######## tx_frame_sequencer_flat ########
--- src/rtl/tx_frame_sequencer_pkg.sv ---
// ----------------------------------------------------------------------------
// tx_seq_pkg: shared FSM state encoding and default timing constants
// Rev 1.0
// ----------------------------------------------------------------------------
`default_nettype none

package tx_seq_pkg;

  typedef enum logic [2:0] {
    IDLE = 3'd0,
    SEND = 3'd1,
    WAIT = 3'd2,
    GAP  = 3'd3,
    DONE = 3'd4
  } tx_state_e;

  localparam int DEF_GAP_CYCLES     = 10;
  localparam int DEF_TIMEOUT_CYCLES = 1048575;

endpackage

`default_nettype wire

--- src/rtl/tx_frame_sequencer_if.sv ---
// ----------------------------------------------------------------------------
// tx_frame_sequencer_if: frame request / UART handshake bundle
// Rev 1.0
// ----------------------------------------------------------------------------
`default_nettype none

interface tx_frame_sequencer_if #(
  parameter int M = 8
);
  logic         Start;
  logic [M-1:0] DataIn;
  logic         TxDone;
  logic         TxEn;
  logic [7:0]   TxByte;
  logic         Busy;
  logic         FrameDone;
  logic         Triger;
  logic         TxErr;

  modport master (
    output Start, DataIn, TxDone,
    input  TxEn, TxByte, Busy, FrameDone, Triger, TxErr
  );

  modport slave (
    input  Start, DataIn, TxDone,
    output TxEn, TxByte, Busy, FrameDone, Triger, TxErr
  );
endinterface

`default_nettype wire

--- src/rtl/tx_frame_sequencer_cycle_timer.sv ---
// ----------------------------------------------------------------------------
// cycle_timer: clearable up-counter flagging when it holds TERMINAL
// Rev 1.0
// ----------------------------------------------------------------------------
`default_nettype none

module cycle_timer #(
  parameter int WIDTH    = 4,
  parameter int TERMINAL = 9
) (
  input  wire logic clk,
  input  wire logic rst,
  input  wire logic i_clear,
  input  wire logic i_en,
  output logic      o_tc
);

  logic [WIDTH-1:0] r_count;

  always_ff @(posedge clk) begin
    if (rst || i_clear) begin
      r_count <= '0;
    end else if (i_en) begin
      r_count <= r_count + WIDTH'(1);
    end
  end

  assign o_tc = (r_count == WIDTH'(TERMINAL));

endmodule

`default_nettype wire

--- src/rtl/tx_frame_sequencer.sv ---
// ----------------------------------------------------------------------------
// tx_frame_sequencer: sends an M-bit word LSB byte first over a TxEn/TxDone
// UART handshake with an inter-byte gap; TX_TIMEOUT_EN adds a TxDone watchdog.
// Rev 1.0
// ----------------------------------------------------------------------------
`default_nettype none

module tx_frame_sequencer
  import tx_seq_pkg::*;
#(
  parameter int M              = 8,
  parameter int GAP_CYCLES     = DEF_GAP_CYCLES,
  parameter int TIMEOUT_CYCLES = DEF_TIMEOUT_CYCLES
) (
  input wire logic             clk,
  input wire logic             RstTx,
  tx_frame_sequencer_if.slave  bus
);

  localparam int NBYTES = M / 8;
  localparam int BCW    = $clog2(NBYTES + 1);

  if ((M % 8) != 0 || M < 8) begin : g_bad_m
    $error("tx_frame_sequencer: M must be a positive multiple of 8");
  end
  if (GAP_CYCLES < 0 || TIMEOUT_CYCLES < 1) begin : g_bad_timing
    $error("tx_frame_sequencer: GAP_CYCLES >= 0 and TIMEOUT_CYCLES >= 1 required");
  end

  tx_state_e      r_state;
  logic [M-1:0]   r_shreg;
  logic [BCW-1:0] r_byte_cnt;
  logic           r_txen;
  logic [7:0]     r_txbyte;
  logic           r_busy;
  logic           r_framedone;
  logic           r_triger;

  logic [M-1:0]   w_shifted;
  logic [BCW-1:0] w_next_cnt;
  logic           w_gap_tc;

  assign w_shifted  = r_shreg >> 8;
  assign w_next_cnt = r_byte_cnt + BCW'(1);

  if (GAP_CYCLES > 0) begin : g_gap
    cycle_timer #(
      .WIDTH    ($clog2(GAP_CYCLES + 1)),
      .TERMINAL (GAP_CYCLES - 1)
    ) u_gap_timer (
      .clk     (clk),
      .rst     (RstTx),
      .i_clear (r_state != GAP),
      .i_en    (r_state == GAP),
      .o_tc    (w_gap_tc)
    );
  end else begin : g_no_gap
    assign w_gap_tc = 1'b1;
  end

`ifdef TX_TIMEOUT_EN
  logic r_txerr;
  logic w_wd_tc;

  cycle_timer #(
    .WIDTH    ($clog2(TIMEOUT_CYCLES + 1)),
    .TERMINAL (TIMEOUT_CYCLES - 1)
  ) u_watchdog (
    .clk     (clk),
    .rst     (RstTx),
    .i_clear (r_state != WAIT),
    .i_en    (r_state == WAIT),
    .o_tc    (w_wd_tc)
  );

  assign bus.TxErr = r_txerr;
`else
  assign bus.TxErr = 1'b0;
`endif

  // Outputs are registered on entry to a state so TxEn/FrameDone coincide
  // with the SEND/DONE cycles themselves.
  always_ff @(posedge clk) begin
    if (RstTx) begin
      r_state     <= IDLE;
      r_shreg     <= '0;
      r_byte_cnt  <= '0;
      r_txen      <= 1'b0;
      r_txbyte    <= 8'h00;
      r_busy      <= 1'b0;
      r_framedone <= 1'b0;
      r_triger    <= 1'b0;
`ifdef TX_TIMEOUT_EN
      r_txerr     <= 1'b0;
`endif
    end else begin
      r_txen      <= 1'b0;
      r_triger    <= 1'b0;
      r_framedone <= 1'b0;
      case (r_state)
        IDLE: begin
          if (bus.Start) begin
            r_shreg    <= bus.DataIn;
            r_byte_cnt <= '0;
            r_triger   <= 1'b1;
            r_busy     <= 1'b1;
            r_txen     <= 1'b1;
            r_txbyte   <= bus.DataIn[7:0];
            r_state    <= SEND;
          end
        end
        SEND: r_state <= WAIT;
        WAIT: begin
          if (bus.TxDone) begin
            r_shreg    <= w_shifted;
            r_byte_cnt <= w_next_cnt;
            if (w_next_cnt == BCW'(NBYTES)) begin
              r_framedone <= 1'b1;
              r_state     <= DONE;
            end else if (GAP_CYCLES == 0) begin
              r_txen   <= 1'b1;
              r_txbyte <= w_shifted[7:0];
              r_state  <= SEND;
            end else begin
              r_state <= GAP;
            end
          end
`ifdef TX_TIMEOUT_EN
          else if (w_wd_tc) begin
            r_txerr <= 1'b1;
            r_busy  <= 1'b0;
            r_state <= IDLE;
          end
`endif
        end
        GAP: begin
          if (w_gap_tc) begin
            r_txen   <= 1'b1;
            r_txbyte <= r_shreg[7:0];
            r_state  <= SEND;
          end
        end
        DONE: begin
          r_busy  <= 1'b0;
          r_state <= IDLE;
        end
        default: r_state <= IDLE;
      endcase
    end
  end

  assign bus.TxEn      = r_txen;
  assign bus.TxByte    = r_txbyte;
  assign bus.Busy      = r_busy;
  assign bus.FrameDone = r_framedone;
  assign bus.Triger    = r_triger;

endmodule

`default_nettype wire
--- src/flat_wrapper.sv ---
// flat-port wrapper written by rule: the top's interface ports become plain ports
module tx_frame_sequencer_flat import tx_seq_pkg::*;
#(
  parameter int M              = 8,
  parameter int GAP_CYCLES     = DEF_GAP_CYCLES,
  parameter int TIMEOUT_CYCLES = DEF_TIMEOUT_CYCLES
)
  (clk, RstTx, bus_Start, bus_DataIn, bus_TxDone, bus_TxEn, bus_TxByte, bus_Busy, bus_FrameDone, bus_Triger, bus_TxErr);
  tx_frame_sequencer_if #(.M(M)) bus_i ();
  input wire logic clk;
  input wire logic RstTx;
  input wire logic [$bits(bus_i.Start)-1:0] bus_Start;
  input wire logic [$bits(bus_i.DataIn)-1:0] bus_DataIn;
  input wire logic [$bits(bus_i.TxDone)-1:0] bus_TxDone;
  output wire logic [$bits(bus_i.TxEn)-1:0] bus_TxEn;
  output wire logic [$bits(bus_i.TxByte)-1:0] bus_TxByte;
  output wire logic [$bits(bus_i.Busy)-1:0] bus_Busy;
  output wire logic [$bits(bus_i.FrameDone)-1:0] bus_FrameDone;
  output wire logic [$bits(bus_i.Triger)-1:0] bus_Triger;
  output wire logic [$bits(bus_i.TxErr)-1:0] bus_TxErr;
  assign bus_i.Start = bus_Start;
  assign bus_i.DataIn = bus_DataIn;
  assign bus_i.TxDone = bus_TxDone;
  assign bus_TxEn = bus_i.TxEn;
  assign bus_TxByte = bus_i.TxByte;
  assign bus_Busy = bus_i.Busy;
  assign bus_FrameDone = bus_i.FrameDone;
  assign bus_Triger = bus_i.Triger;
  assign bus_TxErr = bus_i.TxErr;
  tx_frame_sequencer #(.M(M), .GAP_CYCLES(GAP_CYCLES), .TIMEOUT_CYCLES(TIMEOUT_CYCLES)) u_core (.clk(clk), .RstTx(RstTx), .bus(bus_i));
endmodule
--- config.mk ---
export PLATFORM = sky130hd
export DESIGN_NAME = tx_frame_sequencer_flat
export DESIGN_NICKNAME = d
export VERILOG_FILES = /design/src/rtl/tx_frame_sequencer_pkg.sv /design/src/rtl/tx_frame_sequencer_if.sv /design/src/rtl/tx_frame_sequencer_cycle_timer.sv /design/src/rtl/tx_frame_sequencer.sv /design/src/flat_wrapper.sv
export SDC_FILE = /design/constraint.sdc
export NUM_CORES = 1
export LEC_CHECK = 0
export ABC_AREA = 1
export CORE_MARGIN = 4
export CORE_UTILIZATION = 39
export DETAILED_ROUTE_END_ITERATION = 7
export GPL_TIMING_DRIVEN = 0
export SLEW_MARGIN = 20
export SYNTH_ARGS = -nofsm -noshare
export SYNTH_HDL_FRONTEND = slang
export SYNTH_SLANG_ARGS = --single-unit
--- constraint.sdc ---
create_clock -name clk -period 1.7 [get_ports clk]
set_input_delay 0.17 -clock clk [delete_from_list [all_inputs] [get_ports clk]]
set_output_delay 0.17 -clock clk [all_outputs]
set_load 0.01 [all_outputs]
######## cpu_ctrl_fsm_flat ########
==> src/rtl/cpu_ctrl_fsm_if.sv <==
// Control-unit bundle between the multicycle controller and the datapath/memory side.
// Carries the inputs the controller observes and every control output it drives.
//   master : the controller (observes instr/mem_ready/flags/irq, drives the controls)
//   slave  : the datapath/memory side (drives the observed signals, consumes the controls)
// Port summary:
//   instr[15:0]     instruction register contents
//   mem_ready       memory completes the current request this cycle
//   flags[4:0]      {C,L,F,Z,N} from the PSR
//   irq             level interrupt request
//   ir_load, src_en, dst_en, imm_en, reg_we, link, wb_sel[1:0], b_sel, alu_op[3:0],
//   flags_we, mem_req, mem_we, addr_sel, pc_op[1:0], pc_vec, irq_ack, halted,
//   err_code[1:0]   controller outputs
interface cpu_ctrl_fsm_if;
    logic [15:0] instr;
    logic        mem_ready;
    logic [4:0]  flags;
    logic        irq;

    logic        ir_load;
    logic        src_en;
    logic        dst_en;
    logic        imm_en;
    logic        reg_we;
    logic        link;
    logic [1:0]  wb_sel;
    logic        b_sel;
    logic [3:0]  alu_op;
    logic        flags_we;
    logic        mem_req;
    logic        mem_we;
    logic        addr_sel;
    logic [1:0]  pc_op;
    logic        pc_vec;
    logic        irq_ack;
    logic        halted;
    logic [1:0]  err_code;

    modport master (
        input  instr, mem_ready, flags, irq,
        output ir_load, src_en, dst_en, imm_en, reg_we, link, wb_sel, b_sel, alu_op,
               flags_we, mem_req, mem_we, addr_sel, pc_op, pc_vec, irq_ack, halted, err_code
    );

    modport slave (
        output instr, mem_ready, flags, irq,
        input  ir_load, src_en, dst_en, imm_en, reg_we, link, wb_sel, b_sel, alu_op,
               flags_we, mem_req, mem_we, addr_sel, pc_op, pc_vec, irq_ack, halted, err_code
    );
endinterface

==> src/rtl/cpu_ctrl_fsm.sv <==
// Multicycle control unit for the 16-bit CR16-style core.
// Sequences FETCH -> DECODE -> EXEC (or MEM for LOAD/STOR) and drives the datapath
// enables and ALU/PC/writeback selects. Adds a memory ready/wait handshake with a bus
// timeout, full condition-code evaluation, one vectored interrupt with link/return and a
// sticky HALT on illegal opcodes or bus timeouts.
// Ports:
//   clk    clock
//   reset  asynchronous, active-low; all outputs forced to 0 while asserted
//   bus    cpu_ctrl_fsm_if.master: instr, mem_ready, flags, irq in; all controls out
module cpu_ctrl_fsm #(
    parameter int unsigned MEM_TIMEOUT = 16,   // 0 disables the bus timeout
    parameter int unsigned TMR_W       = 8,    // MEM_TIMEOUT must be < 2**TMR_W
    parameter int unsigned LINK_REG    = 15,
    parameter bit          IRQ_EN      = 1'b1
) (
    input logic            clk,
    input logic            reset,
    cpu_ctrl_fsm_if.master bus
);

    typedef enum logic [2:0] {
        StFetch, StDecode, StExec, StMem, StIntr, StHalt
    } state_e;

    typedef enum logic [4:0] {
        CBad, CAdd, CSub, CCmp, CAnd, COr, CXor, CMov,
        CLoad, CStor, CJal, CJcond, CLsh, CLshi, CBcond,
        CAndi, COri, CXori, CAddi, CSubi, CCmpi, CMovi, CLui
    } cls_e;

    localparam logic [TMR_W-1:0] TimeoutVal = TMR_W'(MEM_TIMEOUT);
    localparam logic [3:0]       LinkIdx    = 4'(LINK_REG);

    state_e           state_q, state_d;
    logic [TMR_W-1:0] cnt_q, cnt_d, cnt_inc;
    logic             isr_q, isr_d;
    logic [1:0]       err_q, err_d;

    cls_e       cls;
    logic [3:0] op, ext;
    logic       cond_true;
    logic       timeout_hit;
    logic       is_return;
    logic       f_c, f_l, f_f, f_z, f_n;

    assign op  = bus.instr[15:12];
    assign ext = bus.instr[7:4];
    assign {f_c, f_l, f_f, f_z, f_n} = bus.flags;

    // Saturate so a disabled timeout never lets the counter wrap back to "first cycle".
    assign cnt_inc     = (cnt_q == {TMR_W{1'b1}}) ? cnt_q : cnt_q + 1'b1;
    assign timeout_hit = (MEM_TIMEOUT != 0) && (cnt_inc == TimeoutVal);
    assign is_return   = (bus.instr[11:8] == 4'b1110) && (bus.instr[3:0] == LinkIdx) && isr_q;

    always_comb begin
        cls = CBad;
        case (op)
            4'b0000: begin
                case (ext)
                    4'b0101: cls = CAdd;
                    4'b1001: cls = CSub;
                    4'b1011: cls = CCmp;
                    4'b0001: cls = CAnd;
                    4'b0010: cls = COr;
                    4'b0011: cls = CXor;
                    4'b1101: cls = CMov;
                    default: cls = CBad;
                endcase
            end
            4'b0100: begin
                case (ext)
                    4'b0000: cls = CLoad;
                    4'b0100: cls = CStor;
                    4'b1000: cls = CJal;
                    4'b1100: cls = CJcond;
                    default: cls = CBad;
                endcase
            end
            4'b1000: begin
                if (ext == 4'b0100)        cls = CLsh;
                else if (ext[3:1] == 3'b0) cls = CLshi;
                else                       cls = CBad;
            end
            4'b1100: cls = CBcond;
            4'b0001: cls = CAndi;
            4'b0010: cls = COri;
            4'b0011: cls = CXori;
            4'b0101: cls = CAddi;
            4'b1001: cls = CSubi;
            4'b1011: cls = CCmpi;
            4'b1101: cls = CMovi;
            4'b1111: cls = CLui;
            default: cls = CBad;
        endcase
    end

    always_comb begin
        case (bus.instr[11:8])
            4'h0: cond_true = f_z;
            4'h1: cond_true = !f_z;
            4'h2: cond_true = f_c;
            4'h3: cond_true = !f_c;
            4'h4: cond_true = f_l;
            4'h5: cond_true = !f_l;
            4'h6: cond_true = f_n;
            4'h7: cond_true = !f_n;
            4'h8: cond_true = f_f;
            4'h9: cond_true = !f_f;
            4'hA: cond_true = !f_l && !f_z;
            4'hB: cond_true = f_l || f_z;
            4'hC: cond_true = !f_n && !f_z;
            4'hD: cond_true = f_n || f_z;
            4'hE: cond_true = 1'b1;
            4'hF: cond_true = 1'b0;
        endcase
    end

    always_ff @(posedge clk or negedge reset) begin
        if (!reset) begin
            state_q <= StFetch;
            cnt_q   <= '0;
            isr_q   <= 1'b0;
            err_q   <= 2'b00;
        end else begin
            state_q <= state_d;
            cnt_q   <= cnt_d;
            isr_q   <= isr_d;
            err_q   <= err_d;
        end
    end

    always_comb begin
        state_d      = state_q;
        cnt_d        = cnt_q;
        isr_d        = isr_q;
        err_d        = err_q;
        bus.ir_load  = 1'b0;
        bus.src_en   = 1'b0;
        bus.dst_en   = 1'b0;
        bus.imm_en   = 1'b0;
        bus.reg_we   = 1'b0;
        bus.link     = 1'b0;
        bus.wb_sel   = 2'b00;
        bus.b_sel    = 1'b0;
        bus.alu_op   = 4'b0000;
        bus.flags_we = 1'b0;
        bus.mem_req  = 1'b0;
        bus.mem_we   = 1'b0;
        bus.addr_sel = 1'b0;
        bus.pc_op    = 2'b00;
        bus.pc_vec   = 1'b0;
        bus.irq_ack  = 1'b0;
        bus.halted   = 1'b0;
        bus.err_code = 2'b00;

        if (reset) begin
            bus.err_code = err_q;
            case (state_q)
                StFetch: begin
                    // The interrupt is only sampled before a fetch request is issued.
                    if ((cnt_q == '0) && IRQ_EN && bus.irq && !isr_q) begin
                        state_d = StIntr;
                    end else begin
                        bus.mem_req = 1'b1;
                        if (bus.mem_ready) begin
                            bus.ir_load = 1'b1;
                            cnt_d       = '0;
                            state_d     = StDecode;
                        end else if (timeout_hit) begin
                            cnt_d   = '0;
                            err_d   = 2'b01;
                            state_d = StHalt;
                        end else begin
                            cnt_d = cnt_inc;
                        end
                    end
                end

                StDecode: begin
                    case (cls)
                        CBad: begin
                            err_d   = 2'b10;
                            state_d = StHalt;
                        end
                        CLshi, CBcond, CAndi, COri, CXori, CAddi, CSubi, CCmpi, CMovi, CLui: begin
                            bus.imm_en = 1'b1;
                            bus.dst_en = 1'b1;
                            state_d    = StExec;
                        end
                        default: begin
                            bus.src_en = 1'b1;
                            bus.dst_en = 1'b1;
                            state_d    = ((cls == CLoad) || (cls == CStor)) ? StMem : StExec;
                        end
                    endcase
                end

                StExec: begin
                    state_d   = StFetch;
                    bus.pc_op = 2'b01;
                    case (cls)
                        CAdd, CAddi: begin
                            bus.alu_op   = 4'b1000;
                            bus.reg_we   = 1'b1;
                            bus.flags_we = 1'b1;
                        end
                        CSub, CSubi: begin
                            bus.alu_op   = 4'b0001;
                            bus.reg_we   = 1'b1;
                            bus.flags_we = 1'b1;
                        end
                        CCmp, CCmpi: begin
                            bus.alu_op   = 4'b0010;
                            bus.flags_we = 1'b1;
                        end
                        CAnd, CAndi: begin
                            bus.alu_op = 4'b0011;
                            bus.reg_we = 1'b1;
                        end
                        COr, COri: begin
                            bus.alu_op = 4'b0100;
                            bus.reg_we = 1'b1;
                        end
                        CXor, CXori: begin
                            bus.alu_op = 4'b0101;
                            bus.reg_we = 1'b1;
                        end
                        CLui: begin
                            bus.alu_op = 4'b0110;
                            bus.reg_we = 1'b1;
                        end
                        CLsh, CLshi: begin
                            bus.alu_op = 4'b0111;
                            bus.reg_we = 1'b1;
                        end
                        CMov, CMovi: begin
                            bus.reg_we = 1'b1;
                            bus.wb_sel = 2'b10;
                        end
                        CJal: begin
                            bus.reg_we = 1'b1;
                            bus.wb_sel = 2'b11;
                            bus.pc_op  = 2'b10;
                        end
                        CJcond: begin
                            bus.pc_op = cond_true ? 2'b10 : 2'b01;
                            if (is_return) isr_d = 1'b0;
                        end
                        CBcond: begin
                            bus.pc_op = cond_true ? 2'b11 : 2'b01;
                        end
                        default: ;
                    endcase
                    case (cls)
                        CAndi, COri, CXori, CAddi, CSubi, CCmpi, CMovi, CLui, CLshi:
                            bus.b_sel = 1'b1;
                        default: ;
                    endcase
                end

                StMem: begin
                    bus.mem_req  = 1'b1;
                    bus.addr_sel = 1'b1;
                    bus.mem_we   = (cls == CStor);
                    if (bus.mem_ready) begin
                        if (cls == CLoad) begin
                            bus.reg_we = 1'b1;
                            bus.wb_sel = 2'b01;
                        end
                        bus.pc_op = 2'b01;
                        cnt_d     = '0;
                        state_d   = StFetch;
                    end else if (timeout_hit) begin
                        cnt_d   = '0;
                        err_d   = 2'b01;
                        state_d = StHalt;
                    end else begin
                        cnt_d = cnt_inc;
                    end
                end

                StIntr: begin
                    bus.reg_we  = 1'b1;
                    bus.link    = 1'b1;
                    bus.wb_sel  = 2'b11;
                    bus.pc_vec  = 1'b1;
                    bus.irq_ack = 1'b1;
                    isr_d       = 1'b1;
                    state_d     = StFetch;
                end

                StHalt: begin
                    bus.halted = 1'b1;
                end

                default: state_d = StHalt;
            endcase
        end
    end

endmodule

==> src/flat_wrapper.sv <==
// flat-port wrapper written by rule: the top's interface ports become plain ports
module cpu_ctrl_fsm_flat 
#(
    parameter int unsigned MEM_TIMEOUT = 16,                                
    parameter int unsigned TMR_W       = 8,                                     
    parameter int unsigned LINK_REG    = 15,
    parameter bit          IRQ_EN      = 1'b1
)
  (clk, reset, bus_instr, bus_mem_ready, bus_flags, bus_irq, bus_ir_load, bus_src_en, bus_dst_en, bus_imm_en, bus_reg_we, bus_link, bus_wb_sel, bus_b_sel, bus_alu_op, bus_flags_we, bus_mem_req, bus_mem_we, bus_addr_sel, bus_pc_op, bus_pc_vec, bus_irq_ack, bus_halted, bus_err_code);
  cpu_ctrl_fsm_if bus_i ();
  input logic clk;
  input logic reset;
  input wire logic [$bits(bus_i.instr)-1:0] bus_instr;
  input wire logic [$bits(bus_i.mem_ready)-1:0] bus_mem_ready;
  input wire logic [$bits(bus_i.flags)-1:0] bus_flags;
  input wire logic [$bits(bus_i.irq)-1:0] bus_irq;
  output wire logic [$bits(bus_i.ir_load)-1:0] bus_ir_load;
  output wire logic [$bits(bus_i.src_en)-1:0] bus_src_en;
  output wire logic [$bits(bus_i.dst_en)-1:0] bus_dst_en;
  output wire logic [$bits(bus_i.imm_en)-1:0] bus_imm_en;
  output wire logic [$bits(bus_i.reg_we)-1:0] bus_reg_we;
  output wire logic [$bits(bus_i.link)-1:0] bus_link;
  output wire logic [$bits(bus_i.wb_sel)-1:0] bus_wb_sel;
  output wire logic [$bits(bus_i.b_sel)-1:0] bus_b_sel;
  output wire logic [$bits(bus_i.alu_op)-1:0] bus_alu_op;
  output wire logic [$bits(bus_i.flags_we)-1:0] bus_flags_we;
  output wire logic [$bits(bus_i.mem_req)-1:0] bus_mem_req;
  output wire logic [$bits(bus_i.mem_we)-1:0] bus_mem_we;
  output wire logic [$bits(bus_i.addr_sel)-1:0] bus_addr_sel;
  output wire logic [$bits(bus_i.pc_op)-1:0] bus_pc_op;
  output wire logic [$bits(bus_i.pc_vec)-1:0] bus_pc_vec;
  output wire logic [$bits(bus_i.irq_ack)-1:0] bus_irq_ack;
  output wire logic [$bits(bus_i.halted)-1:0] bus_halted;
  output wire logic [$bits(bus_i.err_code)-1:0] bus_err_code;
  assign bus_i.instr = bus_instr;
  assign bus_i.mem_ready = bus_mem_ready;
  assign bus_i.flags = bus_flags;
  assign bus_i.irq = bus_irq;
  assign bus_ir_load = bus_i.ir_load;
  assign bus_src_en = bus_i.src_en;
  assign bus_dst_en = bus_i.dst_en;
  assign bus_imm_en = bus_i.imm_en;
  assign bus_reg_we = bus_i.reg_we;
  assign bus_link = bus_i.link;
  assign bus_wb_sel = bus_i.wb_sel;
  assign bus_b_sel = bus_i.b_sel;
  assign bus_alu_op = bus_i.alu_op;
  assign bus_flags_we = bus_i.flags_we;
  assign bus_mem_req = bus_i.mem_req;
  assign bus_mem_we = bus_i.mem_we;
  assign bus_addr_sel = bus_i.addr_sel;
  assign bus_pc_op = bus_i.pc_op;
  assign bus_pc_vec = bus_i.pc_vec;
  assign bus_irq_ack = bus_i.irq_ack;
  assign bus_halted = bus_i.halted;
  assign bus_err_code = bus_i.err_code;
  cpu_ctrl_fsm #(.MEM_TIMEOUT(MEM_TIMEOUT), .TMR_W(TMR_W), .LINK_REG(LINK_REG), .IRQ_EN(IRQ_EN)) u_core (.clk(clk), .reset(reset), .bus(bus_i));
endmodule
==> config.mk <==
export PLATFORM = sky130hd
export DESIGN_NAME = cpu_ctrl_fsm_flat
export DESIGN_NICKNAME = d
export VERILOG_FILES = /design/src/rtl/cpu_ctrl_fsm_if.sv /design/src/rtl/cpu_ctrl_fsm.sv /design/src/flat_wrapper.sv
export SDC_FILE = /design/constraint.sdc
export NUM_CORES = 1
export LEC_CHECK = 0
export CAP_MARGIN = 20
export CORE_ASPECT_RATIO = 1.25
export CORE_UTILIZATION = 40
export CTS_CLUSTER_DIAMETER = 80
export DETAILED_ROUTE_END_ITERATION = 10
export PLACE_DENSITY = 0.7
export SLEW_MARGIN = 20
export SYNTH_ARGS = -nofsm -noshare
export SYNTH_HDL_FRONTEND = slang
export SYNTH_SLANG_ARGS = --single-unit
==> constraint.sdc <==
create_clock -name clk -period 2.65 [get_ports clk]
set_input_delay 0.265 -clock clk [delete_from_list [all_inputs] [get_ports clk]]
set_output_delay 0.265 -clock clk [all_outputs]
set_load 0.02 [all_outputs]
######## ccc_lock_reset_ctrl ########
[src/rtl/ccc_lock_reset_ctrl.sv]
// CCC/PLL lock sequencer: pulses PLL reset, qualifies LOCK, then releases a system reset.
// Optional macro CCC_LOCK_TIMEOUT_EN re-pulses the PLL reset if LOCK never arrives.
module ccc_lock_reset_ctrl #(
    parameter int PLL_RST_CYCLES      = 16,
    parameter int LOCK_STABLE_CYCLES  = 1024,
    parameter int RESET_HOLD_CYCLES   = 64,
    parameter int LOCK_TIMEOUT_CYCLES = 65536,
    parameter int CNT_W               = 17
) (
    input  logic       CLK,
    input  logic       RESET_N,
    input  logic       LOCK,
    input  logic       CLR_STATUS,
    output logic       PLL_ARST_N,
    output logic       SYS_RESET_N,
    output logic       READY,
    output logic       LOCK_LOST,
    output logic [7:0] RELOCK_COUNT,
    output logic [2:0] STATE
);

    localparam logic [2:0] ST_PLL_RST   = 3'd0;
    localparam logic [2:0] ST_WAIT_LOCK = 3'd1;
    localparam logic [2:0] ST_STABLE    = 3'd2;
    localparam logic [2:0] ST_HOLD      = 3'd3;
    localparam logic [2:0] ST_RUN       = 3'd4;
    localparam logic [2:0] ST_LOST      = 3'd5;

    localparam logic [CNT_W-1:0] PLL_LOAD    = CNT_W'(PLL_RST_CYCLES - 1);
    localparam logic [CNT_W-1:0] STABLE_LOAD = CNT_W'(LOCK_STABLE_CYCLES - 1);
    localparam logic [CNT_W-1:0] HOLD_LOAD   = CNT_W'(RESET_HOLD_CYCLES - 1);
    localparam logic [CNT_W-1:0] WAIT_LOAD   = CNT_W'(LOCK_TIMEOUT_CYCLES - 1);

    logic             sync1_q, lock_s_q;
    logic [2:0]       state_q, state_d;
    logic [CNT_W-1:0] cnt_q, cnt_d;
    logic             pll_arst_n_q, pll_arst_n_d;
    logic             sys_reset_n_q, sys_reset_n_d;
    logic             lock_lost_q, lock_lost_d;
    logic [7:0]       relock_count_q, relock_count_d;
    logic             cnt_zero;
    logic             lost_entry;

    assign cnt_zero = (cnt_q == '0);

    always_comb begin
        state_d = state_q;
        cnt_d   = cnt_zero ? cnt_q : cnt_q - CNT_W'(1);
        case (state_q)
            ST_PLL_RST: begin
                if (cnt_zero) begin
                    state_d = ST_WAIT_LOCK;
                    cnt_d   = WAIT_LOAD;
                end
            end
            ST_WAIT_LOCK: begin
                if (lock_s_q) begin
                    state_d = ST_STABLE;
                    cnt_d   = STABLE_LOAD;
                end
`ifdef CCC_LOCK_TIMEOUT_EN
                else if (cnt_zero) begin
                    state_d = ST_PLL_RST;
                    cnt_d   = PLL_LOAD;
                end
`endif
            end
            ST_STABLE: begin
                // A dropout before qualification is just a restart, not a loss event.
                if (!lock_s_q) begin
                    state_d = ST_WAIT_LOCK;
                    cnt_d   = WAIT_LOAD;
                end else if (cnt_zero) begin
                    state_d = ST_HOLD;
                    cnt_d   = HOLD_LOAD;
                end
            end
            ST_HOLD: begin
                if (!lock_s_q) begin
                    state_d = ST_LOST;
                end else if (cnt_zero) begin
                    state_d = ST_RUN;
                end
            end
            ST_RUN: begin
                if (!lock_s_q) begin
                    state_d = ST_LOST;
                end
            end
            ST_LOST: begin
                state_d = ST_WAIT_LOCK;
                cnt_d   = WAIT_LOAD;
            end
            default: begin
                state_d = ST_PLL_RST;
                cnt_d   = PLL_LOAD;
            end
        endcase
    end

    // Status is set on entry to LOST; a coincident clear loses to the set.
    always_comb begin
        lost_entry     = (state_d == ST_LOST) && (state_q != ST_LOST);
        lock_lost_d    = lock_lost_q;
        relock_count_d = relock_count_q;
        if (lost_entry) begin
            lock_lost_d = 1'b1;
            if (relock_count_q != 8'hff) begin
                relock_count_d = relock_count_q + 8'd1;
            end
        end else if (CLR_STATUS) begin
            lock_lost_d = 1'b0;
        end
        pll_arst_n_d  = (state_d != ST_PLL_RST);
        sys_reset_n_d = (state_d == ST_RUN);
    end

    always_ff @(posedge CLK or negedge RESET_N) begin
        if (!RESET_N) begin
            sync1_q        <= 1'b0;
            lock_s_q       <= 1'b0;
            state_q        <= ST_PLL_RST;
            cnt_q          <= PLL_LOAD;
            pll_arst_n_q   <= 1'b0;
            sys_reset_n_q  <= 1'b0;
            lock_lost_q    <= 1'b0;
            relock_count_q <= 8'd0;
        end else begin
            sync1_q        <= LOCK;
            lock_s_q       <= sync1_q;
            state_q        <= state_d;
            cnt_q          <= cnt_d;
            pll_arst_n_q   <= pll_arst_n_d;
            sys_reset_n_q  <= sys_reset_n_d;
            lock_lost_q    <= lock_lost_d;
            relock_count_q <= relock_count_d;
        end
    end

    assign PLL_ARST_N   = pll_arst_n_q;
    assign SYS_RESET_N  = sys_reset_n_q;
    assign READY        = sys_reset_n_q;
    assign LOCK_LOST    = lock_lost_q;
    assign RELOCK_COUNT = relock_count_q;
    assign STATE        = state_q;

endmodule
[config.mk]
export PLATFORM = sky130hd
export DESIGN_NAME = ccc_lock_reset_ctrl
export DESIGN_NICKNAME = d
export VERILOG_FILES = /design/src/rtl/ccc_lock_reset_ctrl.sv
export SDC_FILE = /design/constraint.sdc
export NUM_CORES = 1
export LEC_CHECK = 0
export CELL_PAD_IN_SITES_DETAIL_PLACEMENT = 1
export CELL_PAD_IN_SITES_GLOBAL_PLACEMENT = 1
export CORE_MARGIN = 4
export CORE_UTILIZATION = 40
export CTS_BUF_LIST = sky130_fd_sc_hd__clkbuf_4 sky130_fd_sc_hd__clkbuf_8 sky130_fd_sc_hd__clkbuf_16
export CTS_CLUSTER_DIAMETER = 40
export CTS_CLUSTER_SIZE = 24
export DETAILED_ROUTE_END_ITERATION = 10
export GPL_TIMING_DRIVEN = 0
export PLACE_DENSITY_LB_ADDON = 0.1
export SYNTH_ARGS = -nofsm -noshare
export SYNTH_HDL_FRONTEND = slang
export SYNTH_SLANG_ARGS = --single-unit
export TNS_END_PERCENT = 1
[constraint.sdc]
create_clock -name CLK -period 2.5 [get_ports CLK]
set_input_delay 0.25 -clock CLK [delete_from_list [all_inputs] [get_ports CLK]]
set_output_delay 0.25 -clock CLK [all_outputs]
set_load 0.02 [all_outputs]
ccc_lock_reset_ctrl, a small window of the routed layout:
Window x 46 to 71, y 46 to 71 µm. Cells in gray, sequential cells in the stronger gray; small squares are vias.
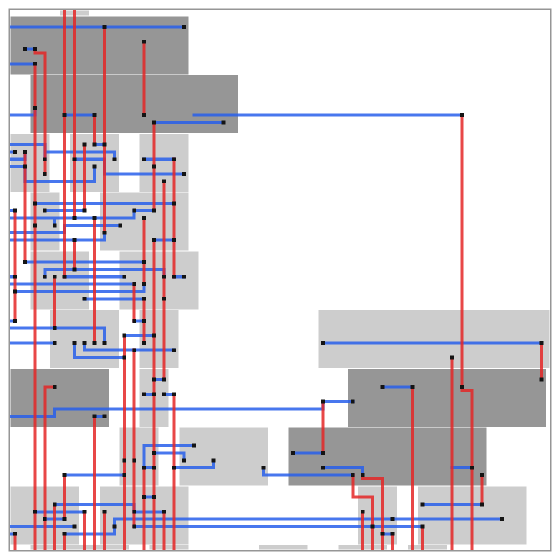
Key: met2 = red; met1 = blue
Sequential cells in the window: 5. 22 logic cells have their middle in the window. Netlist names of flops here include cnt_q (5). Most frequent: dfrtp_1 (4), nor3_1 (3).

==> reports/results.ini, ccc_lock_reset_ctrl <==
[sta]
period_used_pct = 99.01
finalWorstSetupSlack_ps = 24.75
slew-limit-headroom_pct = 49.71

[setup_path]
cp-end-kind = register
crit_chain = bufbuf_16 -> or3_4 -> or3_4 -> nor2_4 -> inv_4 -> ha_4 -> mux2i_1 -> a22oi_1 -> o32a_1
cp_slowest_cell = or3_4

[drt]
route.met2.wl_mm = 2.645
vias = 1733
antenna_left = 0
first_iter_violations = 56
drc_errors = 0

[run_status]
status = complete, no violations

[floorplan]
core-area_mm2 = 0.004755
dieArea_mm2 = 0.006103
die_h_um = 78.12
initCoreUtil_pct = 41.37
floorplan.rows = 25

[clock_tree]
holdBufCountCts = 0
path_clk_slew_ps = 70
clk_latency_ps = 280
cts_setup_buffers = 0
cts_tree = built
cts_buffer_depth = 2

[final_layout]
drive_gt1_share_pct = 19.75
seq-cell-share_pct = 34.23
comb_area_share_pct = 43.90
nClkBuffers = 8
flop-count = 33

[pwr]
leakagePower_nw = 0.9347
ir_drop_uv = 499.2

[synthesis]
ys.flops = 33
ys_sh_adder_pct = 2.417
post-synth-top-area-cell = dfrtp_1
synth_area_mm2 = 0.001967
yosysWarnings = 0
synth-edff-count = 0

[placed_design]
port_buffers = 18
dpl_cell_area_mm2 = 0.002226
post-place-ws_ps = -255.9

[global_routing]
gr-usage-met3_pct = 4.014
grt_pass1_wl_mm = 9.059
grt.busiest_layer = met2
grt.overflow.total = 0
grt.total_usage_pct = 18.64

ccc_lock_reset_ctrl: power by group:
part | switching [mW] | total (mW) | internal (mW)
registers | 0.185 | 0.902 | 0.718
clock network | 0.189 | 0.420 | 0.230
logic | 0.524 | 0.987 | 0.463
ccc_lock_reset_ctrl: cells by family (layout without fill, tap and decap cells):
logic type,count (synthesis),in the layout
adders and majority gates,4,4
and+or+nand+nor,80,80
buffers and inverters,20,51
AOI/OAI and AO/OA,56,56
muxes,2,2
DFF,33,33
xor gates and xnor gates,12,12
ccc_lock_reset_ctrl: registers in the layout (all words and copies together) (netlist names):
| register | count |
|---|---|
| lock_s_q | 1 |
| cnt_q | 17 |
| PLL_ARST_N | 1 |
| READY | 1 |
| sync1_q | 1 |
| RELOCK_COUNT | 8 |
| STATE | 3 |
| LOCK_LOST | 1 |
ccc_lock_reset_ctrl: cell usage in the layout, fill, tap and decap left out, drive strengths merged, types with 7 or more instances in the layout:
cell type,instances
nor2,15
buf,9
clkbuf,16
nand2,16
nor4,7
inv,8
xnor2,10
dfrtp,29
a21oi,13
clkdlybuf4s50,17
o21ai,12
a31oi,10
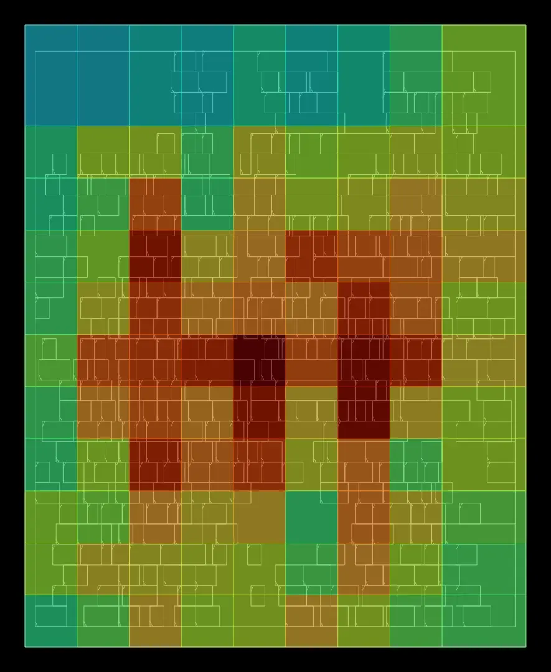
cpu_ctrl_fsm_flat: routing congestion
M1 GR Usage: 27.23%
GRT busiest layer: met2
DR WL/cell: 15.10 µm
met3 Resource Use GR: 2.610%
Core Util, Final: 63.33%

cpu_ctrl_fsm_flat, where the registers sit:
Scale: 6 px per µm.
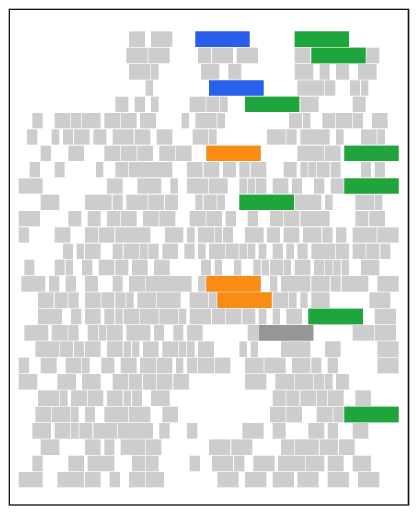
Key: u_core.state_q = orange [sequential cells 3]; u_core.cnt_q = green [sequential cells 8]; u_core.err_q = blue [sequential cells 2]

==> reports/results.ini, cpu_ctrl_fsm_flat <==
[synthesis]
top_area_share_pct = 16.95
area_leaders = dfrtp_1 (17%), nor2_1 (5.8%), o21ai_0 (4.8%)
post-synth-top-area-cell = dfrtp_1
syn_nets = 321

[floorplan]
dieArea_mm2 = 0.005461
core-area_mm2 = 0.004835
floorplan.rows = 28
fp.dieW_um = 66.30

[setup_path]
cpMostUsedCell = buf_4
path_delay_family = AND-OR/OR-AND gates
crit_buf_inv = 4

[pwr]
power_density_mw_per_mm2 = 494.4
leakagePower_nw = 1.327
power.total_mw = 1.514

[drt]
first_iter_violations = 134
finalWirelength_mm = 6.779
vias = 2599

[final_layout]
comb_area_share_pct = 52.15
seq-cell-share_pct = 11.44
layout.non_clock_inverters = 12
flop-count = 14

[sta]
timing_hold_violations_final = 0

[run_status]
status = complete, no violations

[clock_tree]
cts_buffer_depth = 2
clk_latency_ps = 260

[placed_design]
post-place-ws_ps = -708.6
dpl_cell_area_mm2 = 0.002950

[run]
warnings = 27

[worst_hold_path]
hold_path.class = primary input to asynchronous set/reset pin

## cpu_ctrl_fsm_flat: path summary, 6_finish.rpt
check / end / slack, ps / cells past startpoint
max: bus_flags_we / 80 / 11
min in group clk: u_core.err_q[0] / 490 / 1
min: u_core.cnt_q[7] / 280 / 1
max in group asynchronous: u_core.cnt_q[3] / 1680 / 3
max reg2reg: u_core.cnt_q[2] / 260 / 10
min reg2reg: u_core.err_q[0] / 490 / 1
## cpu_ctrl_fsm_flat: where the power goes
| group | internal (mW) | leakage [nW] | switching, mW |
|---|---|---|---|
| Combinational | 0.437 | 1.12 | 0.501 |
| Sequential | 0.272 | 0.177 | 0.0781 |
| Clock | 0.132 | 0.0288 | 0.0928 |
| Total | 0.842 | 1.33 | 0.672 |
## cpu_ctrl_fsm_flat: state kept, by name, summed over array words and instances (netlist names)
name / cells
u_core.state_q: 3
u_core.cnt_q: 8
u_core.isr_q: 1
u_core.err_q: 2
## cpu_ctrl_fsm_flat: routing by layer
metal	routed length, µm	vias up	track usage (%)	share of wire [%]
met5	0	-	0	0
met2	3498	102	48.98	52
met3	345	25	2.610	5.1
met4	255	0	13.62	3.8
li1	-	1265	-	-
met1	2680	1207	27.23	40
tx_frame_sequencer_flat, met1 routing:
Scale: 4 px per µm.
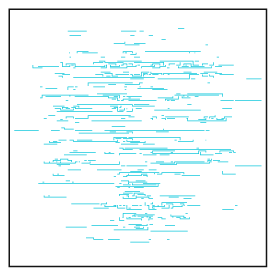
201 nets have wire on it. The longest straight run is 24.8 µm.

==> reports/results.ini, tx_frame_sequencer_flat <==
[pwr]
comb_power_share_pct = 36.4
ir_drop_uv = 683.1
power_density_mw_per_mm2 = 1339
p_int_mw = 1.383
power_leader = sequential cells
pwr-share-clk_pct = 20.9

[final_layout]
n_antenna_cell = 0
lay_top_cells = nand2_1 (45), nor2_1 (30), dfxtp_1 (28)
drive_gt1_share_pct = 6.863

[synthesis]
ys_sh_xor_pct = 1.434
syn_nets = 191
syn_inst = 177
top_area_share_pct = 45.90
ys_area_mm2 = 0.001221
ys_sh_adder_pct = 2.049
mux_area_share_pct = 0
avgSynthCellArea_um2 = 6.899
ys_top_logic_family = simple AND/OR/NAND/NOR gates
area_leaders = dfxtp_1 (46%), nand2_1 (14%), nor2_1 (9.2%)
post-synth-top-area-cell = dfxtp_1

[run]
warnings = 27

[setup_path]
reg2reg_to = u_core.r_shreg[4]
crit_chain = nor2_1 -> nand4_1 -> inv_1 -> nand2_1 -> o21ai_0
start_kind = register
cp-endpoint = u_core.r_shreg[4]
crit_type = register to register
crit_path_start = u_core.r_state[1]
r2r_start = u_core.r_state[1]
critPathArrivalTime_ps = 1720

[drt]
route.met3.wl_um = 146
antenna_left = 0
vias = 1119

[floorplan]
core-area_mm2 = 0.003028
fp.dieW_um = 63.96
die_h_um = 63.96

[placed_design]
port_buffers = 23
place_congestion = 0.8311
post-place-ws_ps = 156.9

[clock_tree]
path_clk_slew_ps = 160
cts_tree = built
holdBufCountCts = 0
cts.repair.resized = 0
cts_inserted_buffers = 3

[global_routing]
gr-usage-met1_pct = 15.85
grt_pass1_vias = 1064

[sta]
setup_viol = 0
fin_worst_skew_ps = 12.93
rsz0062_at_grt = no

[worst_hold_path]
holdPathStages = 3

[run_status]
status = complete, no violations

## tx_frame_sequencer_flat: through the flow
step / hold WS, ps / power [mW] / std cells / cell area (µm²)
after global placement: 444.4 / 1.649 / 244 / 1506
after CTS: 397.3 / 2.102 / 248 / 1559
after global routing: 402.0 / 2.240 / 248 / 1559
after floorplan: 239.1 / 1.377 / 177 / 1221
after detailed placement: 460.3 / 1.668 / 244 / 1506
final: 402.1 / 2.087 / 248 / 1559
## tx_frame_sequencer_flat: synth_stat cells
cell type,number
nand2_1,45
nor2_1,30
dfxtp_1,28
inv_1,22
nand3_1,16
o21ai_0,9
o22ai_1,5
buf_2,3
a21oi_1,2
clkbuf_1,2
ha_1,2
inv_2,2
nand2_2,2
buf_4,1
conb_1,1
nand3_2,1
nand4_1,1
nor2_2,1
nor3_1,1
or2_1,1
xnor2_1,1
xor2_1,1
## tx_frame_sequencer_flat: final cells by class
cell class                 count  area (µm²)
tap                           44       55.05
inverter                      24       90.09
multi-input combinational    119       540.5
timing repair buffer          23       230.2
buffer                         6       30.03
clock inverter                 1       30.03
fill                         309        1469
sequential                    28       560.5
clock buffer                   3       22.52

==> notes/layouts.md <==
Pictures saved along the way, in no particular order.

Gate-type map.
(a)
Scale: 4 px per µm.
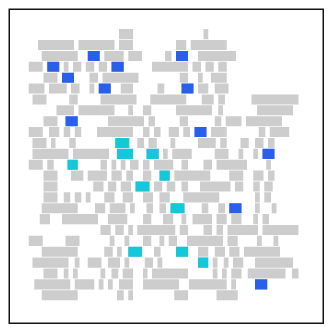
(b)
Scale: 4 px per µm.
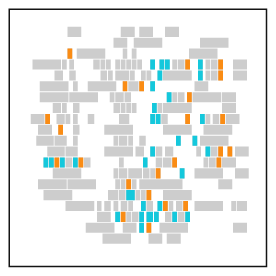
(c)
Scale: 3 px per µm.
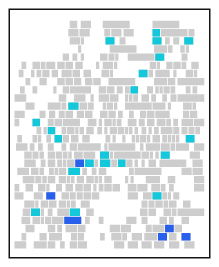
For ccc_lock_reset_ctrl, see (a).
For tx_frame_sequencer_flat, see (b).
For cpu_ctrl_fsm_flat, see (c).

Key to (b):
Key: inverters = orange [cells 24]; NOR gates = cyan [cells 32]


No activity file was given, so power comes from the tool's default toggle rates.
